==================== fifo_drain_ctrl
fifo_drain_ctrl/congestion_map.png
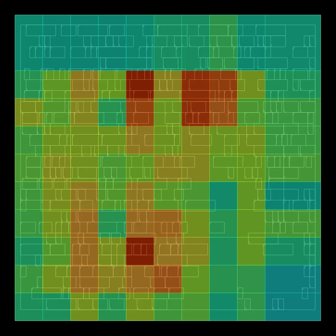

==> src/rtl/fifo_pkg.sv <==
// Shared definitions for the fifostack queue and its drain-side consumer.
package fifo_pkg;

    localparam int FIFO_DATA_W = 32;
    localparam int FIFO_DEPTH  = 8;
    localparam int FIFO_USABLE = 7;

    typedef enum logic [1:0] {
        DRN_IDLE = 2'd0,
        DRN_POP  = 2'd1,
        DRN_CAPT = 2'd2,
        DRN_SEND = 2'd3
    } drain_state_t;

endpackage

==> src/rtl/fifo_drain_cksum.sv <==
// XOR accumulator over delivered stream words; built only when FIFO_DRAIN_CHECKSUM_EN is defined.
module fifo_drain_cksum
    import fifo_pkg::*;
#(
    parameter int DATA_W = FIFO_DATA_W
) (
    input  logic              clock,
    input  logic              reset,
    input  logic              fire,
    input  logic [DATA_W-1:0] word,
    output logic [DATA_W-1:0] checksum
);

    logic [DATA_W-1:0] acc_q;
    logic [DATA_W-1:0] acc_d;

    function automatic logic [DATA_W-1:0] fold_word(
        input logic [DATA_W-1:0] acc,
        input logic [DATA_W-1:0] w
    );
        return acc ^ w;
    endfunction

    // Next accumulator value: cleared in reset, folded on each handshake.
    always_comb begin
        acc_d = acc_q;
        if (!reset) begin
            acc_d = {DATA_W{1'b0}};
        end else if (fire) begin
            acc_d = fold_word(acc_q, word);
        end else begin
            acc_d = acc_q;
        end
    end

    // Accumulator register.
    always_ff @(posedge clock) begin
        acc_q <= acc_d;
    end

    assign checksum = acc_q;

endmodule

==> src/rtl/fifo_drain_ctrl.sv <==
// Drains the fifostack queue into a valid/ready stream, one word in flight at a time.
// Optional XOR checksum over delivered words is enabled by defining FIFO_DRAIN_CHECKSUM_EN.
module fifo_drain_ctrl
    import fifo_pkg::*;
#(
    parameter int DATA_W = FIFO_DATA_W,
    parameter int CNT_W  = 16
) (
    input  logic              clock,
    input  logic              reset,
    input  logic              fifo_empty,
    input  logic              fifo_enqueue,
    input  logic [DATA_W-1:0] fifo_data,
    output logic              fifo_dequeue,
    output logic              out_valid,
    input  logic              out_ready,
    output logic [DATA_W-1:0] out_data,
    output logic [CNT_W-1:0]  drain_count,
    output logic [DATA_W-1:0] checksum
);

    drain_state_t      state_q;
    drain_state_t      state_d;
    logic              out_valid_q;
    logic              out_valid_d;
    logic [DATA_W-1:0] out_data_q;
    logic [DATA_W-1:0] out_data_d;
    logic [CNT_W-1:0]  drain_count_q;
    logic [CNT_W-1:0]  drain_count_d;
    logic              handshake_s;

    assign handshake_s = out_valid_q & out_ready;

    // Next-state, capture and counter logic; the dequeue pulse is combinational in POP.
    always_comb begin
        state_d       = state_q;
        out_valid_d   = out_valid_q;
        out_data_d    = out_data_q;
        drain_count_d = drain_count_q;
        fifo_dequeue  = 1'b0;
        if (!reset) begin
            state_d       = DRN_IDLE;
            out_valid_d   = 1'b0;
            out_data_d    = {DATA_W{1'b0}};
            drain_count_d = {CNT_W{1'b0}};
        end else begin
            case (state_q)
                DRN_IDLE: begin
                    if (!fifo_empty) begin
                        state_d = DRN_POP;
                    end else begin
                        state_d = DRN_IDLE;
                    end
                end
                DRN_POP: begin
                    // The queue ignores a simultaneous enqueue and dequeue, so back off and retry.
                    if (fifo_empty) begin
                        state_d = DRN_IDLE;
                    end else if (fifo_enqueue) begin
                        state_d = DRN_POP;
                    end else begin
                        fifo_dequeue = 1'b1;
                        state_d      = DRN_CAPT;
                    end
                end
                DRN_CAPT: begin
                    out_data_d  = fifo_data;
                    out_valid_d = 1'b1;
                    state_d     = DRN_SEND;
                end
                DRN_SEND: begin
                    if (handshake_s) begin
                        drain_count_d = drain_count_q + {{(CNT_W-1){1'b0}}, 1'b1};
                        out_valid_d   = 1'b0;
                        if (!fifo_empty) begin
                            state_d = DRN_POP;
                        end else begin
                            state_d = DRN_IDLE;
                        end
                    end else begin
                        state_d = DRN_SEND;
                    end
                end
                default: begin
                    state_d     = DRN_IDLE;
                    out_valid_d = 1'b0;
                end
            endcase
        end
    end

    // State, stream and counter registers.
    always_ff @(posedge clock) begin
        state_q       <= state_d;
        out_valid_q   <= out_valid_d;
        out_data_q    <= out_data_d;
        drain_count_q <= drain_count_d;
    end

    assign out_valid   = out_valid_q;
    assign out_data    = out_data_q;
    assign drain_count = drain_count_q;

`ifdef FIFO_DRAIN_CHECKSUM_EN
    fifo_drain_cksum #(
        .DATA_W (DATA_W)
    ) u_cksum (
        .clock    (clock),
        .reset    (reset),
        .fire     (handshake_s),
        .word     (out_data_q),
        .checksum (checksum)
    );
`else
    assign checksum = {DATA_W{1'b0}};
`endif

endmodule

==> config.mk <==
export PLATFORM = sky130hd
export DESIGN_NAME = fifo_drain_ctrl
export DESIGN_NICKNAME = d
export VERILOG_FILES = /design/src/rtl/fifo_pkg.sv /design/src/rtl/fifo_drain_cksum.sv /design/src/rtl/fifo_drain_ctrl.sv
export SDC_FILE = /design/constraint.sdc
export NUM_CORES = 1
export LEC_CHECK = 0
export CAP_MARGIN = 20
export CORE_UTILIZATION = 41
export DETAILED_ROUTE_END_ITERATION = 6
export PLACE_DENSITY_LB_ADDON = 0.3
export SYNTH_ARGS = -nofsm -noshare
export SYNTH_HDL_FRONTEND = slang
export SYNTH_HIERARCHICAL = 1
export SYNTH_SLANG_ARGS = --single-unit
==> constraint.sdc <==
create_clock -name clock -period 3.55 [get_ports clock]
set_input_delay 0.5325 -clock clock [delete_from_list [all_inputs] [get_ports clock]]
set_output_delay 0.5325 -clock clock [all_outputs]
set_load 0.005 [all_outputs]
==================== partition_error_meter_flat
<file path="config.mk">
export PLATFORM = sky130hd
export DESIGN_NAME = partition_error_meter_flat
export DESIGN_NICKNAME = d
export VERILOG_FILES = /design/src/rtl/partition_error_meter_pkg.sv /design/src/rtl/partition_error_meter_if.sv /design/src/rtl/partition_error_meter_popcount.sv /design/src/rtl/partition_error_meter.sv /design/src/flat_wrapper.sv
export SDC_FILE = /design/constraint.sdc
export NUM_CORES = 1
export LEC_CHECK = 0
export CAP_MARGIN = 20
export CORE_MARGIN = 2
export CORE_UTILIZATION = 49
export DETAILED_ROUTE_END_ITERATION = 8
export GPL_TIMING_DRIVEN = 0
export PLACE_DENSITY = 0.82
export SLEW_MARGIN = 5
export SYNTH_ARGS = -nofsm -noshare
export SYNTH_HDL_FRONTEND = slang
export SYNTH_SLANG_ARGS = --single-unit
</file>
<file path="constraint.sdc">
create_clock -name clk -period 3.05 [get_ports clk]
set_input_delay 0.4575 -clock clk [delete_from_list [all_inputs] [get_ports clk]]
set_output_delay 0.4575 -clock clk [all_outputs]
set_load 0.03 [all_outputs]
</file>
<file path="src/rtl/partition_error_meter_pkg.sv">
// Shared types and width helpers for the partition error meter.
// The MAE datapath is built only when PARTITION_MAE_EN is defined.
package partition_meter_pkg;

  typedef enum logic [1:0] {
    IDLE  = 2'd0,
    SWEEP = 2'd1,
    DRAIN = 2'd2,
    DONE  = 2'd3
  } state_e;

  // Enough bits for N_OUT mismatching bits on every one of 2^N_IN vectors.
  function automatic int HAM_W(input int n_in, input int n_out);
    return n_in + $clog2(n_out + 1);
  endfunction

endpackage

</file>
<file path="src/rtl/partition_error_meter_if.sv">
// Bundle between the meter and the exact/approximate partition pair.
// The meter drives the sweep vector and results; the environment drives start and the partition outputs.
interface partition_error_meter_if
  import partition_meter_pkg::*;
#(
  parameter int N_IN  = 7,
  parameter int N_OUT = 4
) ();

  logic                          start;
  logic [N_IN-1:0]               pi_out;
  logic [N_OUT-1:0]              po_exact;
  logic [N_OUT-1:0]              po_approx;
  logic                          busy;
  logic                          done;
  logic [N_IN:0]                 err_count;
  logic [HAM_W(N_IN, N_OUT)-1:0] ham_sum;
  logic [N_OUT-1:0]              max_abs_err;

  modport master (
    input  start, po_exact, po_approx,
    output pi_out, busy, done, err_count, ham_sum, max_abs_err
  );

  modport slave (
    output start, po_exact, po_approx,
    input  pi_out, busy, done, err_count, ham_sum, max_abs_err
  );

endinterface

</file>
<file path="src/rtl/partition_error_meter_popcount.sv">
// Combinational population count of a W-bit vector.
module partition_popcount #(
  parameter int W = 4
) (
  input  logic [W-1:0]             vec,
  output logic [$clog2(W+1)-1:0]   count
);

  localparam int CW = $clog2(W + 1);

  // Sum every bit of the vector.
  always_comb begin
    count = {CW{1'b0}};
    for (int i = 0; i < W; i++) begin
      count = count + CW'(vec[i]);
    end
  end

endmodule

</file>
<file path="src/rtl/partition_error_meter.sv">
// Exhaustive error meter: sweeps every input vector through both partitions and accumulates
// mismatch count, Hamming distance and (with PARTITION_MAE_EN) the maximum absolute error.
module partition_error_meter
  import partition_meter_pkg::*;
#(
  parameter int N_IN  = 7,
  parameter int N_OUT = 4
) (
  input  logic                     clk,
  input  logic                     rst_n,
  partition_error_meter_if.master  bus
);

  localparam int HW = HAM_W(N_IN, N_OUT);
  localparam int CW = $clog2(N_OUT + 1);
  localparam int EW = N_IN + 1;

  localparam logic [1:0] S_IDLE  = IDLE;
  localparam logic [1:0] S_SWEEP = SWEEP;
  localparam logic [1:0] S_DRAIN = DRAIN;
  localparam logic [1:0] S_DONE  = DONE;

  logic [1:0]       state_q, state_d;
  logic [N_IN-1:0]  pi_q, pi_d;
  logic             s1_valid_q, s1_valid_d;
  logic [N_OUT-1:0] s1_exact_q, s1_exact_d;
  logic [N_OUT-1:0] s1_approx_q, s1_approx_d;
  logic [EW-1:0]    err_q, err_d;
  logic [HW-1:0]    ham_q, ham_d;
  logic             busy_q, busy_d;
  logic             done_q, done_d;
  logic [CW-1:0]    pop_s;
  logic             start_acc_s;

  // start is only honoured while no sweep is in flight.
  assign start_acc_s = bus.start && ((state_q == S_IDLE) || (state_q == S_DONE));

  partition_popcount #(.W(N_OUT)) u_popcount (
    .vec   (s1_exact_q ^ s1_approx_q),
    .count (pop_s)
  );

  // FSM, vector counter, S1 capture and S2 accumulation.
  always_comb begin
    state_d     = state_q;
    pi_d        = pi_q;
    s1_valid_d  = (state_q == S_SWEEP);
    s1_exact_d  = bus.po_exact;
    s1_approx_d = bus.po_approx;
    err_d       = err_q;
    ham_d       = ham_q;

    if (s1_valid_q) begin
      err_d = err_q + EW'(s1_exact_q != s1_approx_q);
      ham_d = ham_q + HW'(pop_s);
    end else begin
      err_d = err_q;
      ham_d = ham_q;
    end

    case (state_q)
      S_IDLE, S_DONE: begin
        if (start_acc_s) begin
          state_d = S_SWEEP;
          pi_d    = {N_IN{1'b0}};
          err_d   = {EW{1'b0}};
          ham_d   = {HW{1'b0}};
        end else begin
          state_d = state_q;
        end
      end
      S_SWEEP: begin
        // Hold all-ones so the counter never wraps back to vector 0.
        if (pi_q == {N_IN{1'b1}}) begin
          state_d = S_DRAIN;
        end else begin
          pi_d = pi_q + N_IN'(1);
        end
      end
      S_DRAIN: begin
        state_d = S_DONE;
      end
      default: begin
        state_d = S_IDLE;
      end
    endcase

    busy_d = (state_d == S_SWEEP) || (state_d == S_DRAIN);
    done_d = (state_d == S_DONE);
  end

  // State and pipeline registers.
  always_ff @(posedge clk) begin
    if (!rst_n) begin
      state_q     <= S_IDLE;
      pi_q        <= {N_IN{1'b0}};
      s1_valid_q  <= 1'b0;
      s1_exact_q  <= {N_OUT{1'b0}};
      s1_approx_q <= {N_OUT{1'b0}};
      err_q       <= {EW{1'b0}};
      ham_q       <= {HW{1'b0}};
      busy_q      <= 1'b0;
      done_q      <= 1'b0;
    end else begin
      state_q     <= state_d;
      pi_q        <= pi_d;
      s1_valid_q  <= s1_valid_d;
      s1_exact_q  <= s1_exact_d;
      s1_approx_q <= s1_approx_d;
      err_q       <= err_d;
      ham_q       <= ham_d;
      busy_q      <= busy_d;
      done_q      <= done_d;
    end
  end

`ifdef PARTITION_MAE_EN
  logic [N_OUT:0]   sub_s;
  logic [N_OUT-1:0] abs_s;
  logic [N_OUT-1:0] mae_q, mae_d;

  // Unsigned |exact - approx| via an N_OUT+1-bit subtract, then running max.
  always_comb begin
    sub_s = {1'b0, s1_exact_q} - {1'b0, s1_approx_q};
    if (sub_s[N_OUT]) begin
      abs_s = {N_OUT{1'b0}} - sub_s[N_OUT-1:0];
    end else begin
      abs_s = sub_s[N_OUT-1:0];
    end
    if (start_acc_s) begin
      mae_d = {N_OUT{1'b0}};
    end else if (s1_valid_q && (abs_s > mae_q)) begin
      mae_d = abs_s;
    end else begin
      mae_d = mae_q;
    end
  end

  // Running maximum register.
  always_ff @(posedge clk) begin
    if (!rst_n) begin
      mae_q <= {N_OUT{1'b0}};
    end else begin
      mae_q <= mae_d;
    end
  end

  assign bus.max_abs_err = mae_q;
`else
  assign bus.max_abs_err = {N_OUT{1'b0}};
`endif

  assign bus.pi_out    = pi_q;
  assign bus.busy      = busy_q;
  assign bus.done      = done_q;
  assign bus.err_count = err_q;
  assign bus.ham_sum   = ham_q;

endmodule

</file>
<file path="src/flat_wrapper.sv">
// flat-port wrapper written by rule: the top's interface ports become plain ports
module partition_error_meter_flat import partition_meter_pkg::*;
#(
  parameter int N_IN  = 7,
  parameter int N_OUT = 4
)
  (clk, rst_n, bus_start, bus_po_exact, bus_po_approx, bus_pi_out, bus_busy, bus_done, bus_err_count, bus_ham_sum, bus_max_abs_err);
  partition_error_meter_if #(.N_IN(N_IN), .N_OUT(N_OUT)) bus_i ();
  input  logic clk;
  input  logic rst_n;
  input wire logic [$bits(bus_i.start)-1:0] bus_start;
  input wire logic [$bits(bus_i.po_exact)-1:0] bus_po_exact;
  input wire logic [$bits(bus_i.po_approx)-1:0] bus_po_approx;
  output wire logic [$bits(bus_i.pi_out)-1:0] bus_pi_out;
  output wire logic [$bits(bus_i.busy)-1:0] bus_busy;
  output wire logic [$bits(bus_i.done)-1:0] bus_done;
  output wire logic [$bits(bus_i.err_count)-1:0] bus_err_count;
  output wire logic [$bits(bus_i.ham_sum)-1:0] bus_ham_sum;
  output wire logic [$bits(bus_i.max_abs_err)-1:0] bus_max_abs_err;
  assign bus_i.start = bus_start;
  assign bus_i.po_exact = bus_po_exact;
  assign bus_i.po_approx = bus_po_approx;
  assign bus_pi_out = bus_i.pi_out;
  assign bus_busy = bus_i.busy;
  assign bus_done = bus_i.done;
  assign bus_err_count = bus_i.err_count;
  assign bus_ham_sum = bus_i.ham_sum;
  assign bus_max_abs_err = bus_i.max_abs_err;
  partition_error_meter #(.N_IN(N_IN), .N_OUT(N_OUT)) u_core (.clk(clk), .rst_n(rst_n), .bus(bus_i));
endmodule
</file>
==================== relu_pool_stream_flat
File: src/rtl/relu_pool_stream_if.sv
// Valid/ready stream bundle; the producer side uses master, the consumer side uses slave.
interface relu_pool_stream_if #(
    parameter int unsigned W = 64
) ();
    logic         vld;
    logic         rdy;
    logic [W-1:0] data;

    modport master (output vld, output data, input rdy);
    modport slave  (input vld, input data, output rdy);
endinterface

File: src/rtl/relu_pool_stream.sv
// Streaming requantize (round-half-up shift, saturate, optional ReLU) followed by
// a per-lane max-pool over WIN accepted beats, with valid/ready on both sides.
module relu_pool_stream #(
    parameter int unsigned IN_W  = 16,
    parameter int unsigned OUT_W = 8,
    parameter int unsigned SHIFT = 7,
    parameter int unsigned LANES = 4,
    parameter int unsigned WIN   = 4
) (
    input  logic                clk,
    input  logic                rst_n,
    input  logic                sync_clr,
    input  logic                relu_en,
    relu_pool_stream_if.slave   in_s,
    relu_pool_stream_if.master  out_m,
    output logic [7:0]          win_cnt
);

    localparam int unsigned EXT_W  = IN_W + 1;
    localparam int unsigned RND_SH = (SHIFT == 0) ? 0 : SHIFT - 1;
    localparam logic signed [EXT_W-1:0] RND    = EXT_W'((SHIFT == 0) ? 0 : (1 << RND_SH));
    localparam logic signed [EXT_W-1:0] SAT_HI = EXT_W'((1 << (OUT_W - 1)) - 1);
    localparam logic signed [EXT_W-1:0] SAT_LO = EXT_W'(-(1 << (OUT_W - 1)));
    localparam logic [7:0]              LAST   = 8'(WIN - 1);

    // Reject parameter sets the datapath cannot represent.
    if (OUT_W > IN_W || SHIFT >= IN_W || WIN < 1 || WIN > 256 || LANES < 1) begin : g_param_check
        $error("relu_pool_stream: illegal parameter combination");
    end

    logic                     en;
    logic                     accept;
    logic                     last_beat;
    logic                     s1_vld;
    logic                     out_vld_q;
    logic [LANES*OUT_W-1:0]   out_data_q;
    logic [LANES*OUT_W-1:0]   pool_flat_c;

    logic signed [EXT_W-1:0]  ext_c  [LANES];
    logic signed [EXT_W-1:0]  rnd_c  [LANES];
    logic signed [OUT_W-1:0]  q_c    [LANES];
    logic signed [OUT_W-1:0]  pool_c [LANES];
    logic signed [OUT_W-1:0]  s1_q   [LANES];
    logic signed [OUT_W-1:0]  acc    [LANES];

    // Everything advances together unless a result is waiting on downstream.
    assign en        = !out_vld_q || out_m.rdy;
    assign in_s.rdy  = en && !sync_clr;
    assign accept    = in_s.vld && in_s.rdy;
    assign last_beat = (win_cnt == LAST);

    assign out_m.vld  = out_vld_q;
    assign out_m.data = out_data_q;

    // Stage-1 arithmetic: one extra bit of headroom so the rounding add cannot wrap.
    always_comb begin
        ext_c = '{default: '0};
        rnd_c = '{default: '0};
        q_c   = '{default: '0};
        for (int i = 0; i < LANES; i++) begin
            ext_c[i] = EXT_W'($signed(in_s.data[i*IN_W +: IN_W]));
            rnd_c[i] = (ext_c[i] + RND) >>> SHIFT;
            if (rnd_c[i] > SAT_HI) begin
                q_c[i] = SAT_HI[OUT_W-1:0];
            end else if (rnd_c[i] < SAT_LO) begin
                q_c[i] = SAT_LO[OUT_W-1:0];
            end else begin
                q_c[i] = rnd_c[i][OUT_W-1:0];
            end
            if (relu_en && q_c[i][OUT_W-1]) begin
                q_c[i] = '0;
            end
        end
    end

    // Running signed max; the first beat of a window replaces the accumulator.
    always_comb begin
        pool_c      = '{default: '0};
        pool_flat_c = '0;
        for (int i = 0; i < LANES; i++) begin
            if (win_cnt == 8'd0 || s1_q[i] > acc[i]) begin
                pool_c[i] = s1_q[i];
            end else begin
                pool_c[i] = acc[i];
            end
            pool_flat_c[i*OUT_W +: OUT_W] = pool_c[i];
        end
    end

    always_ff @(posedge clk or negedge rst_n) begin
        if (!rst_n) begin
            s1_vld     <= 1'b0;
            s1_q       <= '{default: '0};
            acc        <= '{default: '0};
            win_cnt    <= 8'd0;
            out_vld_q  <= 1'b0;
            out_data_q <= '0;
        end else if (sync_clr) begin
            s1_vld     <= 1'b0;
            acc        <= '{default: '0};
            win_cnt    <= 8'd0;
            out_vld_q  <= 1'b0;
            out_data_q <= '0;
        end else if (en) begin
            s1_vld <= accept;
            if (accept) begin
                s1_q <= q_c;
            end
            if (s1_vld) begin
                acc <= pool_c;
                if (last_beat) begin
                    out_data_q <= pool_flat_c;
                    out_vld_q  <= 1'b1;
                    win_cnt    <= 8'd0;
                end else begin
                    out_vld_q  <= 1'b0;
                    win_cnt    <= win_cnt + 8'd1;
                end
            end else begin
                out_vld_q <= 1'b0;
            end
        end
    end

endmodule

File: src/flat_wrapper.sv
// flat-port wrapper written by rule: the top's interface ports become plain ports
module relu_pool_stream_flat 
#(
    parameter int unsigned IN_W  = 16,
    parameter int unsigned OUT_W = 8,
    parameter int unsigned SHIFT = 7,
    parameter int unsigned LANES = 4,
    parameter int unsigned WIN   = 4
)
  (clk, rst_n, sync_clr, relu_en, win_cnt, in_s_vld, in_s_data, in_s_rdy, out_m_vld, out_m_data, out_m_rdy);
  relu_pool_stream_if #(.W(64)) in_s_i ();
  relu_pool_stream_if #(.W(32)) out_m_i ();
  input  logic clk;
  input  logic rst_n;
  input  logic sync_clr;
  input  logic relu_en;
  output logic [7:0] win_cnt;
  input wire logic [$bits(in_s_i.vld)-1:0] in_s_vld;
  input wire logic [$bits(in_s_i.data)-1:0] in_s_data;
  output wire logic [$bits(in_s_i.rdy)-1:0] in_s_rdy;
  output wire logic [$bits(out_m_i.vld)-1:0] out_m_vld;
  output wire logic [$bits(out_m_i.data)-1:0] out_m_data;
  input wire logic [$bits(out_m_i.rdy)-1:0] out_m_rdy;
  assign in_s_i.vld = in_s_vld;
  assign in_s_i.data = in_s_data;
  assign in_s_rdy = in_s_i.rdy;
  assign out_m_vld = out_m_i.vld;
  assign out_m_data = out_m_i.data;
  assign out_m_i.rdy = out_m_rdy;
  relu_pool_stream #(.IN_W(IN_W), .OUT_W(OUT_W), .SHIFT(SHIFT), .LANES(LANES), .WIN(WIN)) u_core (.clk(clk), .rst_n(rst_n), .sync_clr(sync_clr), .relu_en(relu_en), .in_s(in_s_i), .out_m(out_m_i), .win_cnt(win_cnt));
endmodule
File: config.mk
export PLATFORM = sky130hd
export DESIGN_NAME = relu_pool_stream_flat
export DESIGN_NICKNAME = d
export VERILOG_FILES = /design/src/rtl/relu_pool_stream_if.sv /design/src/rtl/relu_pool_stream.sv /design/src/flat_wrapper.sv
export SDC_FILE = /design/constraint.sdc
export NUM_CORES = 1
export LEC_CHECK = 0
export CAP_MARGIN = 20
export CORE_ASPECT_RATIO = 0.7
export CORE_MARGIN = 2
export CORE_UTILIZATION = 59
export CTS_BUF_LIST = sky130_fd_sc_hd__clkbuf_8
export DETAILED_ROUTE_END_ITERATION = 8
export PLACE_DENSITY = 0.88
export SLEW_MARGIN = 20
export SYNTH_ARGS = -nofsm -noshare
export SYNTH_HDL_FRONTEND = slang
export SYNTH_SLANG_ARGS = --single-unit
File: constraint.sdc
create_clock -name clk -period 4.3 [get_ports clk]
set_clock_uncertainty 0.15 [all_clocks]
set_input_delay 0.86 -clock clk [delete_from_list [all_inputs] [get_ports clk]]
set_output_delay 0.86 -clock clk [all_outputs]
set_load 0.05 [all_outputs]
==================== pipeline_sequencer
## config.mk

```make
export PLATFORM = sky130hd
export DESIGN_NAME = pipeline_sequencer
export DESIGN_NICKNAME = d
export VERILOG_FILES = /design/src/rtl/pipeline_sequencer.sv
export SDC_FILE = /design/constraint.sdc
export NUM_CORES = 1
export LEC_CHECK = 0
export CAP_MARGIN = 20
export CORE_MARGIN = 2
export CORE_UTILIZATION = 34
export DETAILED_ROUTE_END_ITERATION = 16
export PLACE_DENSITY_LB_ADDON = 0.05
export SETUP_SLACK_MARGIN = 0.3
export SYNTH_ARGS = -nofsm -noshare
export SYNTH_HDL_FRONTEND = slang
export SYNTH_SLANG_ARGS = --single-unit
```

## constraint.sdc

```tcl
create_clock -name clk -period 3.3 [get_ports clk]
set_clock_uncertainty 0.05 [all_clocks]
set_input_delay 0.825 -clock clk [delete_from_list [all_inputs] [get_ports clk]]
set_output_delay 0.825 -clock clk [all_outputs]
set_load 0.005 [all_outputs]
```

## src/rtl/pipeline_sequencer.sv

```systemverilog
// Hazard/flush sequencer with terminator-driven drain and halt; optional stall
// counter enabled by PIPELINE_SEQUENCER_STALL_COUNT_EN.
module pipeline_sequencer #(
    parameter int unsigned DRAIN_CYCLES = 4
) (
    input  logic        clk,
    input  logic        reset,
    input  logic [31:0] id_instr,
    input  logic        ex_memRead,
    input  logic [4:0]  ex_wreg,
    input  logic        id_branch_taken,
    output logic        pc_write,
    output logic        ifid_write,
    output logic        ifid_flush,
    output logic        idex_bubble,
    output logic        halted,
    output logic [31:0] stall_count
);

    typedef enum logic [1:0] {RUN, DRAIN, HALT} state_t;

    localparam logic [3:0] DRAIN_INIT = 4'(DRAIN_CYCLES - 1);

    state_t     state_q, state_d;
    logic [3:0] cnt_q, cnt_d;
    logic       halted_q;
    logic       terminator;
    logic       load_use;

    assign terminator = (id_instr == 32'hFFFF_FFFF);
    assign load_use   = ex_memRead && (ex_wreg != 5'd0) &&
                        ((ex_wreg == id_instr[25:21]) || (ex_wreg == id_instr[20:16]));

    always_comb begin
        state_d     = state_q;
        cnt_d       = cnt_q;
        pc_write    = 1'b1;
        ifid_write  = 1'b1;
        ifid_flush  = 1'b0;
        idex_bubble = 1'b0;
        case (state_q)
            RUN: begin
                if (terminator) begin
                    pc_write    = 1'b0;
                    ifid_write  = 1'b0;
                    idex_bubble = 1'b1;
                    state_d     = DRAIN;
                    cnt_d       = DRAIN_INIT;
                end else if (load_use) begin
                    // Stall beats a taken branch; the branch re-resolves next cycle.
                    pc_write    = 1'b0;
                    ifid_write  = 1'b0;
                    idex_bubble = 1'b1;
                end else if (id_branch_taken) begin
                    ifid_flush  = 1'b1;
                end
            end
            DRAIN: begin
                pc_write    = 1'b0;
                ifid_write  = 1'b0;
                idex_bubble = 1'b1;
                if (cnt_q == 4'd0) begin
                    state_d = HALT;
                end else begin
                    cnt_d = cnt_q - 4'd1;
                end
            end
            HALT: begin
                pc_write    = 1'b0;
                ifid_write  = 1'b0;
                idex_bubble = 1'b1;
            end
            default: begin
                state_d = RUN;
                cnt_d   = 4'd0;
            end
        endcase
    end

    always_ff @(posedge clk or posedge reset) begin
        if (reset) begin
            state_q  <= RUN;
            cnt_q    <= 4'd0;
            halted_q <= 1'b0;
        end else begin
            state_q  <= state_d;
            cnt_q    <= cnt_d;
            halted_q <= (state_d == HALT);
        end
    end

    assign halted = halted_q;

`ifdef PIPELINE_SEQUENCER_STALL_COUNT_EN
    logic [31:0] stall_cnt_q;
    logic        stall_evt;

    assign stall_evt = (state_q == RUN) && !terminator && load_use;

    always_ff @(posedge clk or posedge reset) begin
        if (reset) begin
            stall_cnt_q <= 32'd0;
        end else if (stall_evt && (stall_cnt_q != 32'hFFFF_FFFF)) begin
            stall_cnt_q <= stall_cnt_q + 32'd1;
        end
    end

    assign stall_count = stall_cnt_q;
`else
    assign stall_count = 32'd0;
`endif

endmodule

```


==> screenshots <==
Sequential cells grouped by signal name.
Other sequential cells in the stronger grey, the rest of the logic in the fainter grey.
picture 1
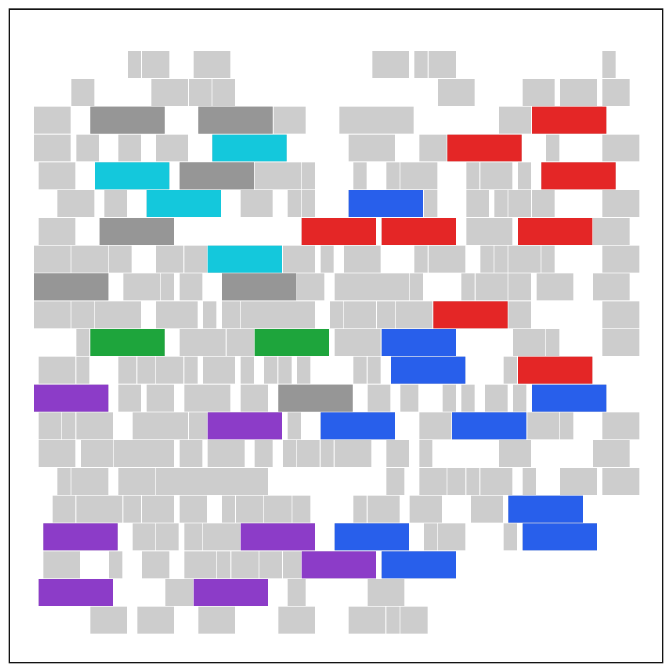
picture 2
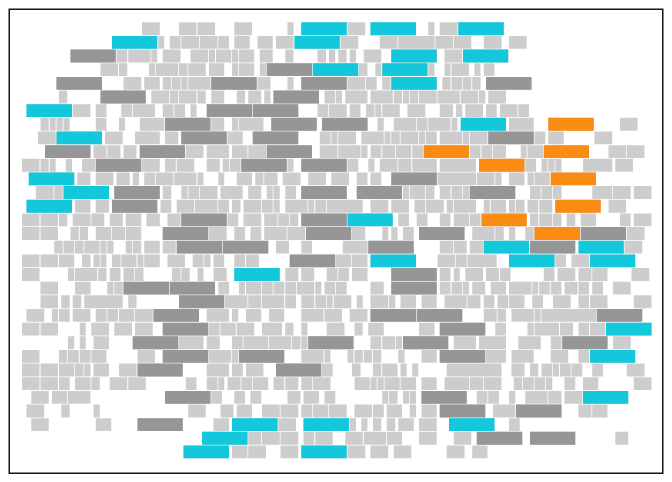
picture 3
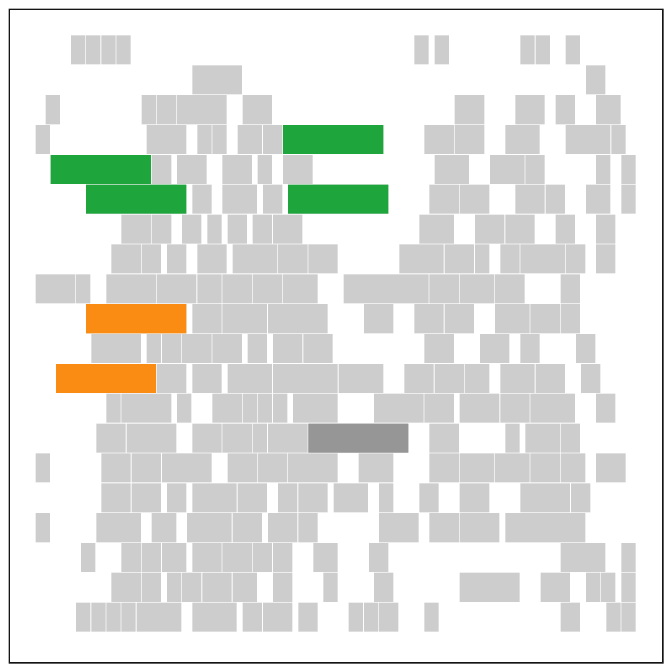
picture 4
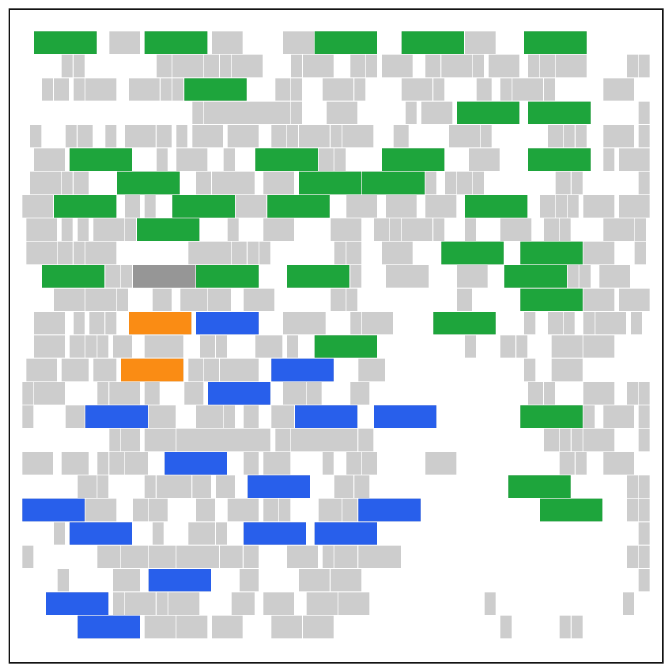
| picture | from |
|---|---|
| picture 3 | pipeline_sequencer |
| picture 1 | partition_error_meter_flat |
| picture 2 | relu_pool_stream_flat |
| picture 4 | fifo_drain_ctrl |

pipeline_sequencer/clock_wires.png
Scale bar: 20 um.
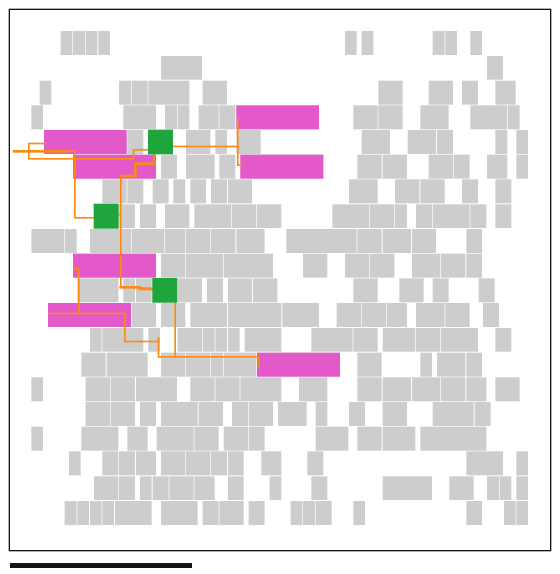
green -> clock-net drivers  # count 3
orange -> clock wires  # length 117 um
magenta -> flip-flops  # count 7
routed clock nets = 4
worst skew pair latency: 0.25 ns
Clk power: 0.0811 mW

==> impl_metrics.ini, pipeline_sequencer <==
; synthesis and place-and-route metrics
[place]
place_ws_ns = -0.531

[drt]
met3RoutedLength_um = 277
routed.top_layer = met4
wl_met2_um = 2020

[die]
rows = 20
floorplan.die.width_um = 59.4
i_o_pin_count = 78

[run]
number_of_logged_tool_warnings = 32

[setup_path]
worstSetupStartpoint = id_instr[20]
worst-r2r-cell-count = 6
crit_fanout = 3
cp_num_buf_inv = 2

[grt]
wire_length_of_the_first_global_routing_pass_um = 5670
global_route.usage.met1 = 0.247
grt_most_used_layer = met2
grt_usage = 0.211

[finish]
layout.cells.most_common_list = 54 x buf_4, 32 x conb_1, 26 x buf_2
nFillCells = 278
sequential_portion_of_the_cell_area = 0.0982

[run_status]
run_status = finished, final reports clean

[clocking]
post-cts-setup-buffer-count = 35

[yosys]
yosys.area_share.adder = 0.0719
postSynth.topFlopCell = dfrtp_1

[pwr]
total_power_mw = 0.282
p_sw_mw = 0.0825

[timing]
holdWs_ns = 0.559
-- pipeline_sequencer: worst min-delay path by stage --
stage,startpoint,to,slack (ns),cells after the start
after floorplan,cnt_q[3]$_DFFE_PP0P_,cnt_q[3]$_DFFE_PP0P_,0.50,2
after global placement,cnt_q[3]$_DFFE_PP0P_,cnt_q[3]$_DFFE_PP0P_,0.54,2
after detailed placement,cnt_q[3]$_DFFE_PP0P_,cnt_q[3]$_DFFE_PP0P_,0.54,2
after CTS,cnt_q[3]$_DFFE_PP0P_,cnt_q[3]$_DFFE_PP0P_,0.55,2
after global routing,cnt_q[3]$_DFFE_PP0P_,cnt_q[3]$_DFFE_PP0P_,0.61,2
final,cnt_q[3]$_DFFE_PP0P_,cnt_q[3]$_DFFE_PP0P_,0.56,2
-- pipeline_sequencer: Yosys cell counts, drive strengths merged (3+ instances only) --
library cell  instances
dfrtp                 7
o211ai                6
buf                  34
ha                    6
inv                   8
nor2                  3
nand4                 8
or4                   3
a21oi                 7
o21ai                 4
nand3                 4
xnor2                10
nand2                 6
clkbuf                3
-- pipeline_sequencer: state kept, by name (all words and copies together), names as in the netlist --
| signal | flops |
|---|---|
| cnt_q | 4 |
| state_q | 2 |
| halted | 1 |
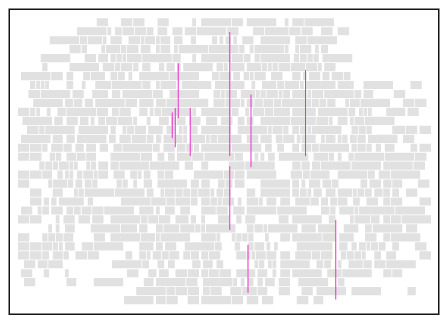
relu_pool_stream_flat/m4.png
longest straight run = 37.4 um
nets with wire on the layer = 9
wire length on this layer = 192 um
share of all routed wire = 1.2%

==> impl_metrics.ini, relu_pool_stream_flat <==
; synthesis and place-and-route metrics
[run_status]
run_status = finished, final reports clean

[pwr]
p_sw_mw = 0.955
static-leakage-power_nw = 3.29
seq-power_mw = 1.20
irDropWorstVdd_uv = 191

[die]
die_h_um = 92.1
floorplan.die.width_um = 130
core_utilization_at_floorplan = 0.599
floorplan.core_area_sq_um = 10900

[finish]
layout_top_cell_excl_fill_tap = dfrtp_1
sh_comb_area = 0.464
final.signal_buffer_count = 94
layout-drive-gt1-share = 0.0601

[worst_hold_path]
hold_path_startpoint = u_core.out_m.data[5]$_DFFE_PN0P_
hold_depth = 1

[setup_path]
worst-endpoint-required_ns = 3.29
cp_top_family = buffers and inverters
worst-r2r-cell-count = 8
path_cells = clkdlybuf4s50_1 > nand2b_1 > nor2b_1 > buf_12
critical_path.startpoint_type = input pin
worstSetupStartpoint = out_m_rdy
rrSetupSlack_ns = 1.45
cp_num_cells = 4

[drt]
drtPass1Iterations = 5
drt_antenna_net_count = 0
drtIter0Drc = 468

[yosys]
synth.cell_area_sq_um = 6550
synth_cell_type_count = 60
yosys_warnings = 0
postSynthCellCount = 666

[clocking]
clkTransAtPathRegs_ns = 0.09
clock_sink_count = 106
worst_skew_pair_latency_ns = 0.39

[timing]
clock.fmax_mhz = 314
grt_setup_unrepaired = false
final.setup.worst_slack_ns = 1.12

[grt]
largest_net_degree_at_the_start_of_global_routing = 72

[place]
place_ws_ns = 0.945
## relu_pool_stream_flat: cell families after synthesis
logic type,synth area share
AND/OR/NAND/NOR,0.189
AND-OR/OR-AND,0.175
multiplexers,0.0765
flip-flops,0.405
XOR/XNOR,0.0375
adder cells (fa/ha/maj),0.0726
buffers and inverters,0.0449
## relu_pool_stream_flat: per-layer routing
metal,wire length [um],track usage,up-vias
met5,0,0,-
met4,191,0.0600,0
met3,1010,0.0782,21
met2,7460,0.449,178
met1,7150,0.384,2669
li1,-,-,2573
## relu_pool_stream_flat: cell usage after synthesis, drive strengths merged, types with 3 or more instances
cell type	number	area (sq um)
nand4	13	87.6
clkbuf	19	71.3
xor2	17	149
nand3	19	95.1
and3	6	37.5
a211oi	20	150
o21a	8	60.1
mux2i	50	500
nand2b	69	432
or2	4	25.0
inv	47	176
o22ai	3	18.8
o31ai	4	30.0
buf	8	46.3
o211ai	14	105
o21ai	34	178
a221o	7	70.1
nor3	7	46.3
and2	4	25.0
a21oi	12	71.3
a21o	4	30.0
nand2	49	186
nor2b	6	37.5
o221ai	3	32.5
xnor2	11	96.3
o22a	6	52.6
nor2	19	106
a211o	20	175
nor4	16	100
dfrtp	106	2650
ha	38	475
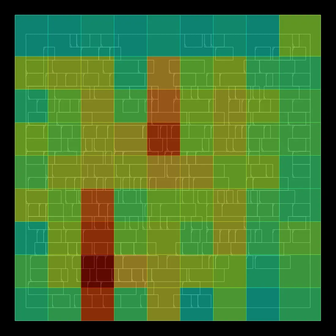
partition_error_meter_flat/congestion_map.png
M2 GR Usage: 0.253
Routed WL per cell: 11.1 um
final core occ: 0.669
GRT Overall Usage: 0.168

==> impl_metrics.ini, partition_error_meter_flat <==
; synthesis and place-and-route metrics
[timing]
finalHoldViolCount = 0
final_period_minus_worst_setup_slack_ns = 2.55
period_used_share = 0.837

[pwr]
combinationalPower_mw = 0.152
clk_power_mw = 0.339
power.largest_group = sequential cells
seqPwrFrac = 0.514
total_power_mw = 1.01
seq-power_mw = 0.519

[clocking]
num_cts_buffers = 5
postCtsHoldBufs = 0
clock_sink_count = 38

[yosys]
post_synth_tally_of_flip_flops_with_integrated_enable = 0
synthTopCellsByCount = 38 x dfxtp_1, 25 x nor2_1, 13 x nand2_1, 13 x xor2_1, 11 x and2_1
synth_cell_type_count = 36
async_flop_share = 0
yosys_warnings = 0
postSynthCellCount = 184

[finish]
nFillCells = 269
antenna_cells = 0
nNetsFinal = 253
layout-drive-gt1-share = 0.0647

[grt]
grt_antenna_before_repair = 0
grt_overflow = 0
wire_length_of_the_first_global_routing_pass_um = 5350

[setup_path]
reg2reg_from = u_core.s1_approx_q[0]$_SDFF_PN0_
crit_path_end = u_core.bus.ham_sum[6]$_SDFF_PN0_
cp_num_buf_inv = 1
cp_top_family = adder cells
critPathKind = reg2reg
critical_path_max_stage_delay_ns = 0.56

[worst_hold_path]
whs_endpoint = u_core.bus.ham_sum[9]$_SDFF_PN0_

[run]
drv_cap = 0

[place]
place_ws_ns = 0.461

[drt]
wl_met2_um = 1370
route.vias.total = 1357
routed.top_layer = met4

[die]
floorplan.die.width_um = 63.8

[run_status]
run_status = finished, final reports clean
partition_error_meter_flat: cell families after synthesis:
logic type      share of synthesized area
other cells                       0.00214
mux                                0.0542
fa+ha+maj                          0.0913
compound gates                     0.0606
flops                               0.434
simple gates                        0.213
xor+xnor                           0.0949
buf+inv                            0.0499
partition_error_meter_flat: layout make-up:
type | instances | area (sq um) | area share
Clock buffer | 7 | 45.0 | 0.0199
Tap cell | 46 | 57.6 | 0.0254
Sequential cell | 38 | 761 | 0.335
Timing Repair Buffer | 37 | 370 | 0.163
Clock inverter | 1 | 30.0 | 0.0132
Buffer | 9 | 61.3 | 0.0270
Inverter | 7 | 26.3 | 0.0116
Multi-Input combinational cell | 133 | 917 | 0.404
partition_error_meter_flat: state kept, by name, summed over array words and instances (netlist names):
register and count:
u_core.bus.pi_out 7, u_core.s1_approx_q 4, u_core.state_q 2, u_core.bus.busy 1
u_core.bus.done 1, u_core.s1_exact_q 4, u_core.s1_valid_q 1, u_core.bus.ham_sum 10
u_core.bus.err_count 8
fifo_drain_ctrl/clock_wires.png
Scale bar: 20 um.
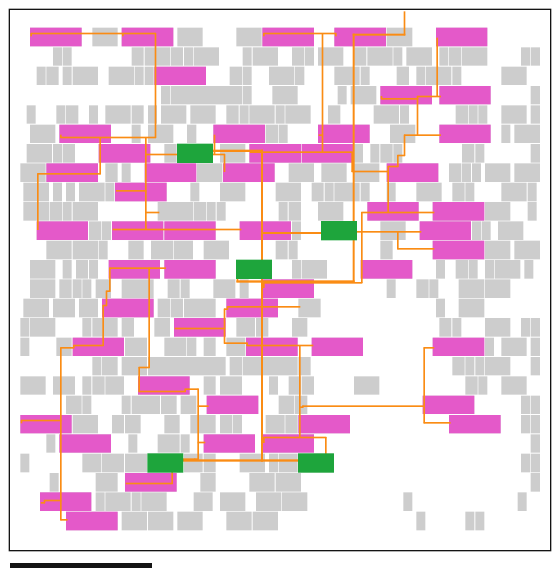
orange -> clock wires  # length 621 um
magenta -> flip-flops  # count 51
green -> clock-net drivers  # count 5
flops lie = all over the die

## Picture notes: fifo_drain_ctrl/congestion_map.png
peak-usage layer in the global routing report: met2
GR met1 Demand/Resource: 0.195
Routed WL per cell: 11.6 um
GRT Overall Usage: 0.168

==> impl_metrics.ini, fifo_drain_ctrl <==
; synthesis and place-and-route metrics
[run_status]
run_status = finished, final reports clean

[setup_path]
critPathKind = in2out
cp.arrival_ns = 1.85
critical_path_max_stage_delay_ns = 0.58
critical_path.slowest_cell = clkdlybuf4s50_1
worst-endpoint-required_ns = 3.02
rrSetupSlack_ns = 1.82

[place]
gp_congestion = 0.798
dp.cells = 420
placed_cell_area_sq_um = 3040

[timing]
final_period_minus_worst_setup_slack_ns = 2.38
setup_tns_ns = 0
finalHoldViolCount = 0
clock.fmax_mhz = 420
final.setup.worst_slack_ns = 1.17

[finish]
layout_top_cell_excl_fill_tap = clkdlybuf4s50_1
sequential_portion_of_the_cell_area = 0.323
layout.comb_gates.multi_input = 206
final.signal_buffer_count = 89
flow.area_growth_from_synthesis_pct = 41.4
num-nonclk-inverters = 4

[yosys]
yosys.area_share.adder = 0.00559
post_synth_tally_of_flip_flops_with_integrated_enable = 0
synth_cell_type_count = 37
post_synth_xor_area_fraction = 0.0274
mux_frac_synth = 0.00894
netlist.area_leader.share = 0.456
yosys_warnings = 6
synth.cell_area_sq_um = 2240

[drt]
drtPass1Iterations = 4

[pwr]
static-leakage-power_nw = 1.13

[die]
rows = 26

[grt]
grt_overflow = 0

[clocking]
post-cts-setup-buffer-count = 0
## fifo_drain_ctrl: state kept, by name, summed over array words and instances (netlist names)
signal,count
out_data,32
drain_count,16
state_q,2
out_valid,1
## fifo_drain_ctrl: path summary, 6_finish.rpt
path	cells after the start	startpoint	to
setup / recovery	3	reset	fifo_dequeue
hold / removal	2	out_data[3]$_SDFFE_PN0P_	out_data[3]$_SDFFE_PN0P_
setup reg to reg	5	drain_count[0]$_SDFFE_PN0P_	drain_count[14]$_SDFFE_PN0P_
hold reg to reg	2	out_data[3]$_SDFFE_PN0P_	out_data[3]$_SDFFE_PN0P_
## fifo_drain_ctrl: power breakdown
part	internal (mW)	switching, mW	total (mW)
logic	0.0591	0.0412	0.100
registers	0.581	0.00662	0.588
clock network	0.232	0.197	0.429
## fifo_drain_ctrl: worst min-delay path: cells and delay by family, from the launching register on
family             cells  cell delay, ns
and+or+nand+nor        1            0.05
DFF                    1            0.32
AOI/OAI and AO/OA      1            0.05
## fifo_drain_ctrl: layer usage
layer / wire (um) / vias up / global-route usage
met3: 308 / 12 / 0.0450
li1: - / 1009 / -
met5: 0 / - / 0
met4: 141 / 0 / 0.0885
met1: 2110 / 860 / 0.195
met2: 2420 / 75 / 0.284


==> notes/layouts.md <==
Pictures saved along the way, in no particular order.

Pin map.
Pins as bars across the die edge, other pins in grey.
panel A
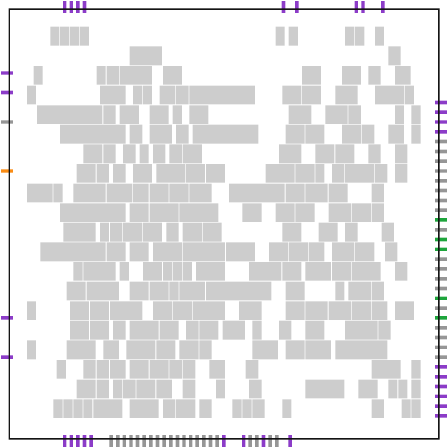
panel B
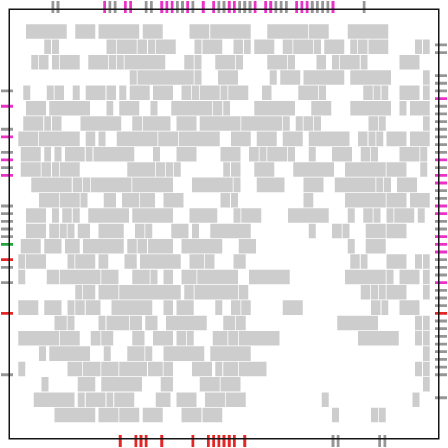
panel C
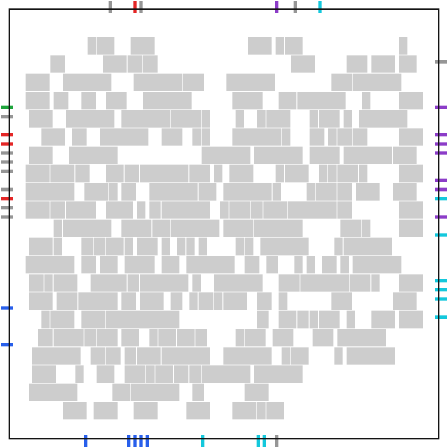
panel D
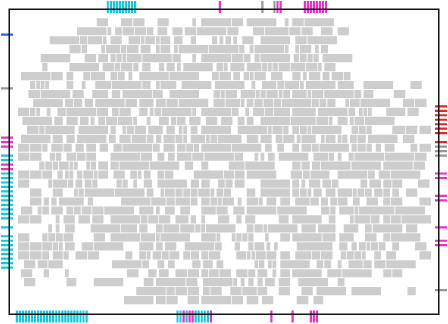
Of these, fewest pins: panel C
panel A -> pipeline_sequencer
panel B -> fifo_drain_ctrl
panel D -> relu_pool_stream_flat
panel C -> partition_error_meter_flat

Key to panel D:
magenta -> out_m_data  # pins 32, direction output, edge 11 top, 9 bottom, 7 right, 5 left
red -> win_cnt  # pins 8, direction output, edge right
blue -> clk  # pins 1, direction input, edge left
cyan -> in_s_data  # pins 64, direction input, edge 32 bottom, 22 left, 10 top
all pins by edge = 41 bottom, 29 left, 23 top, 19 right


==> gallery <==
Routed metal, one colour a layer.
Scale bar: 20 um.
Plate I
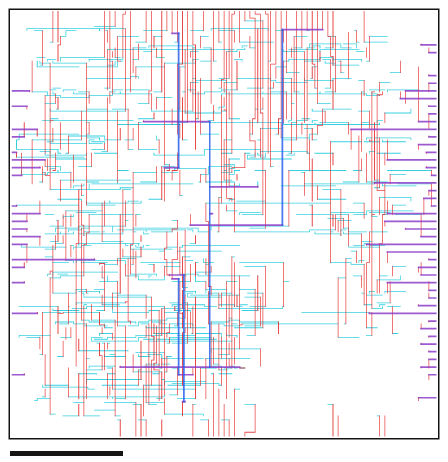
Plate II
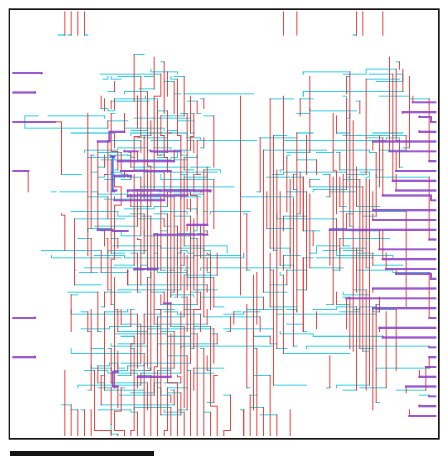
Plate III
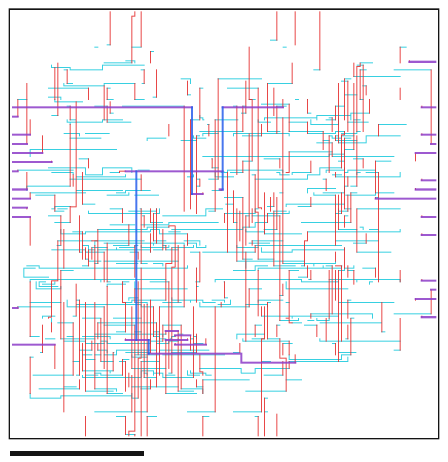
partition_error_meter_flat -> Plate III
fifo_drain_ctrl -> Plate I
pipeline_sequencer -> Plate II

Power is estimated from default activity; no workload was simulated.
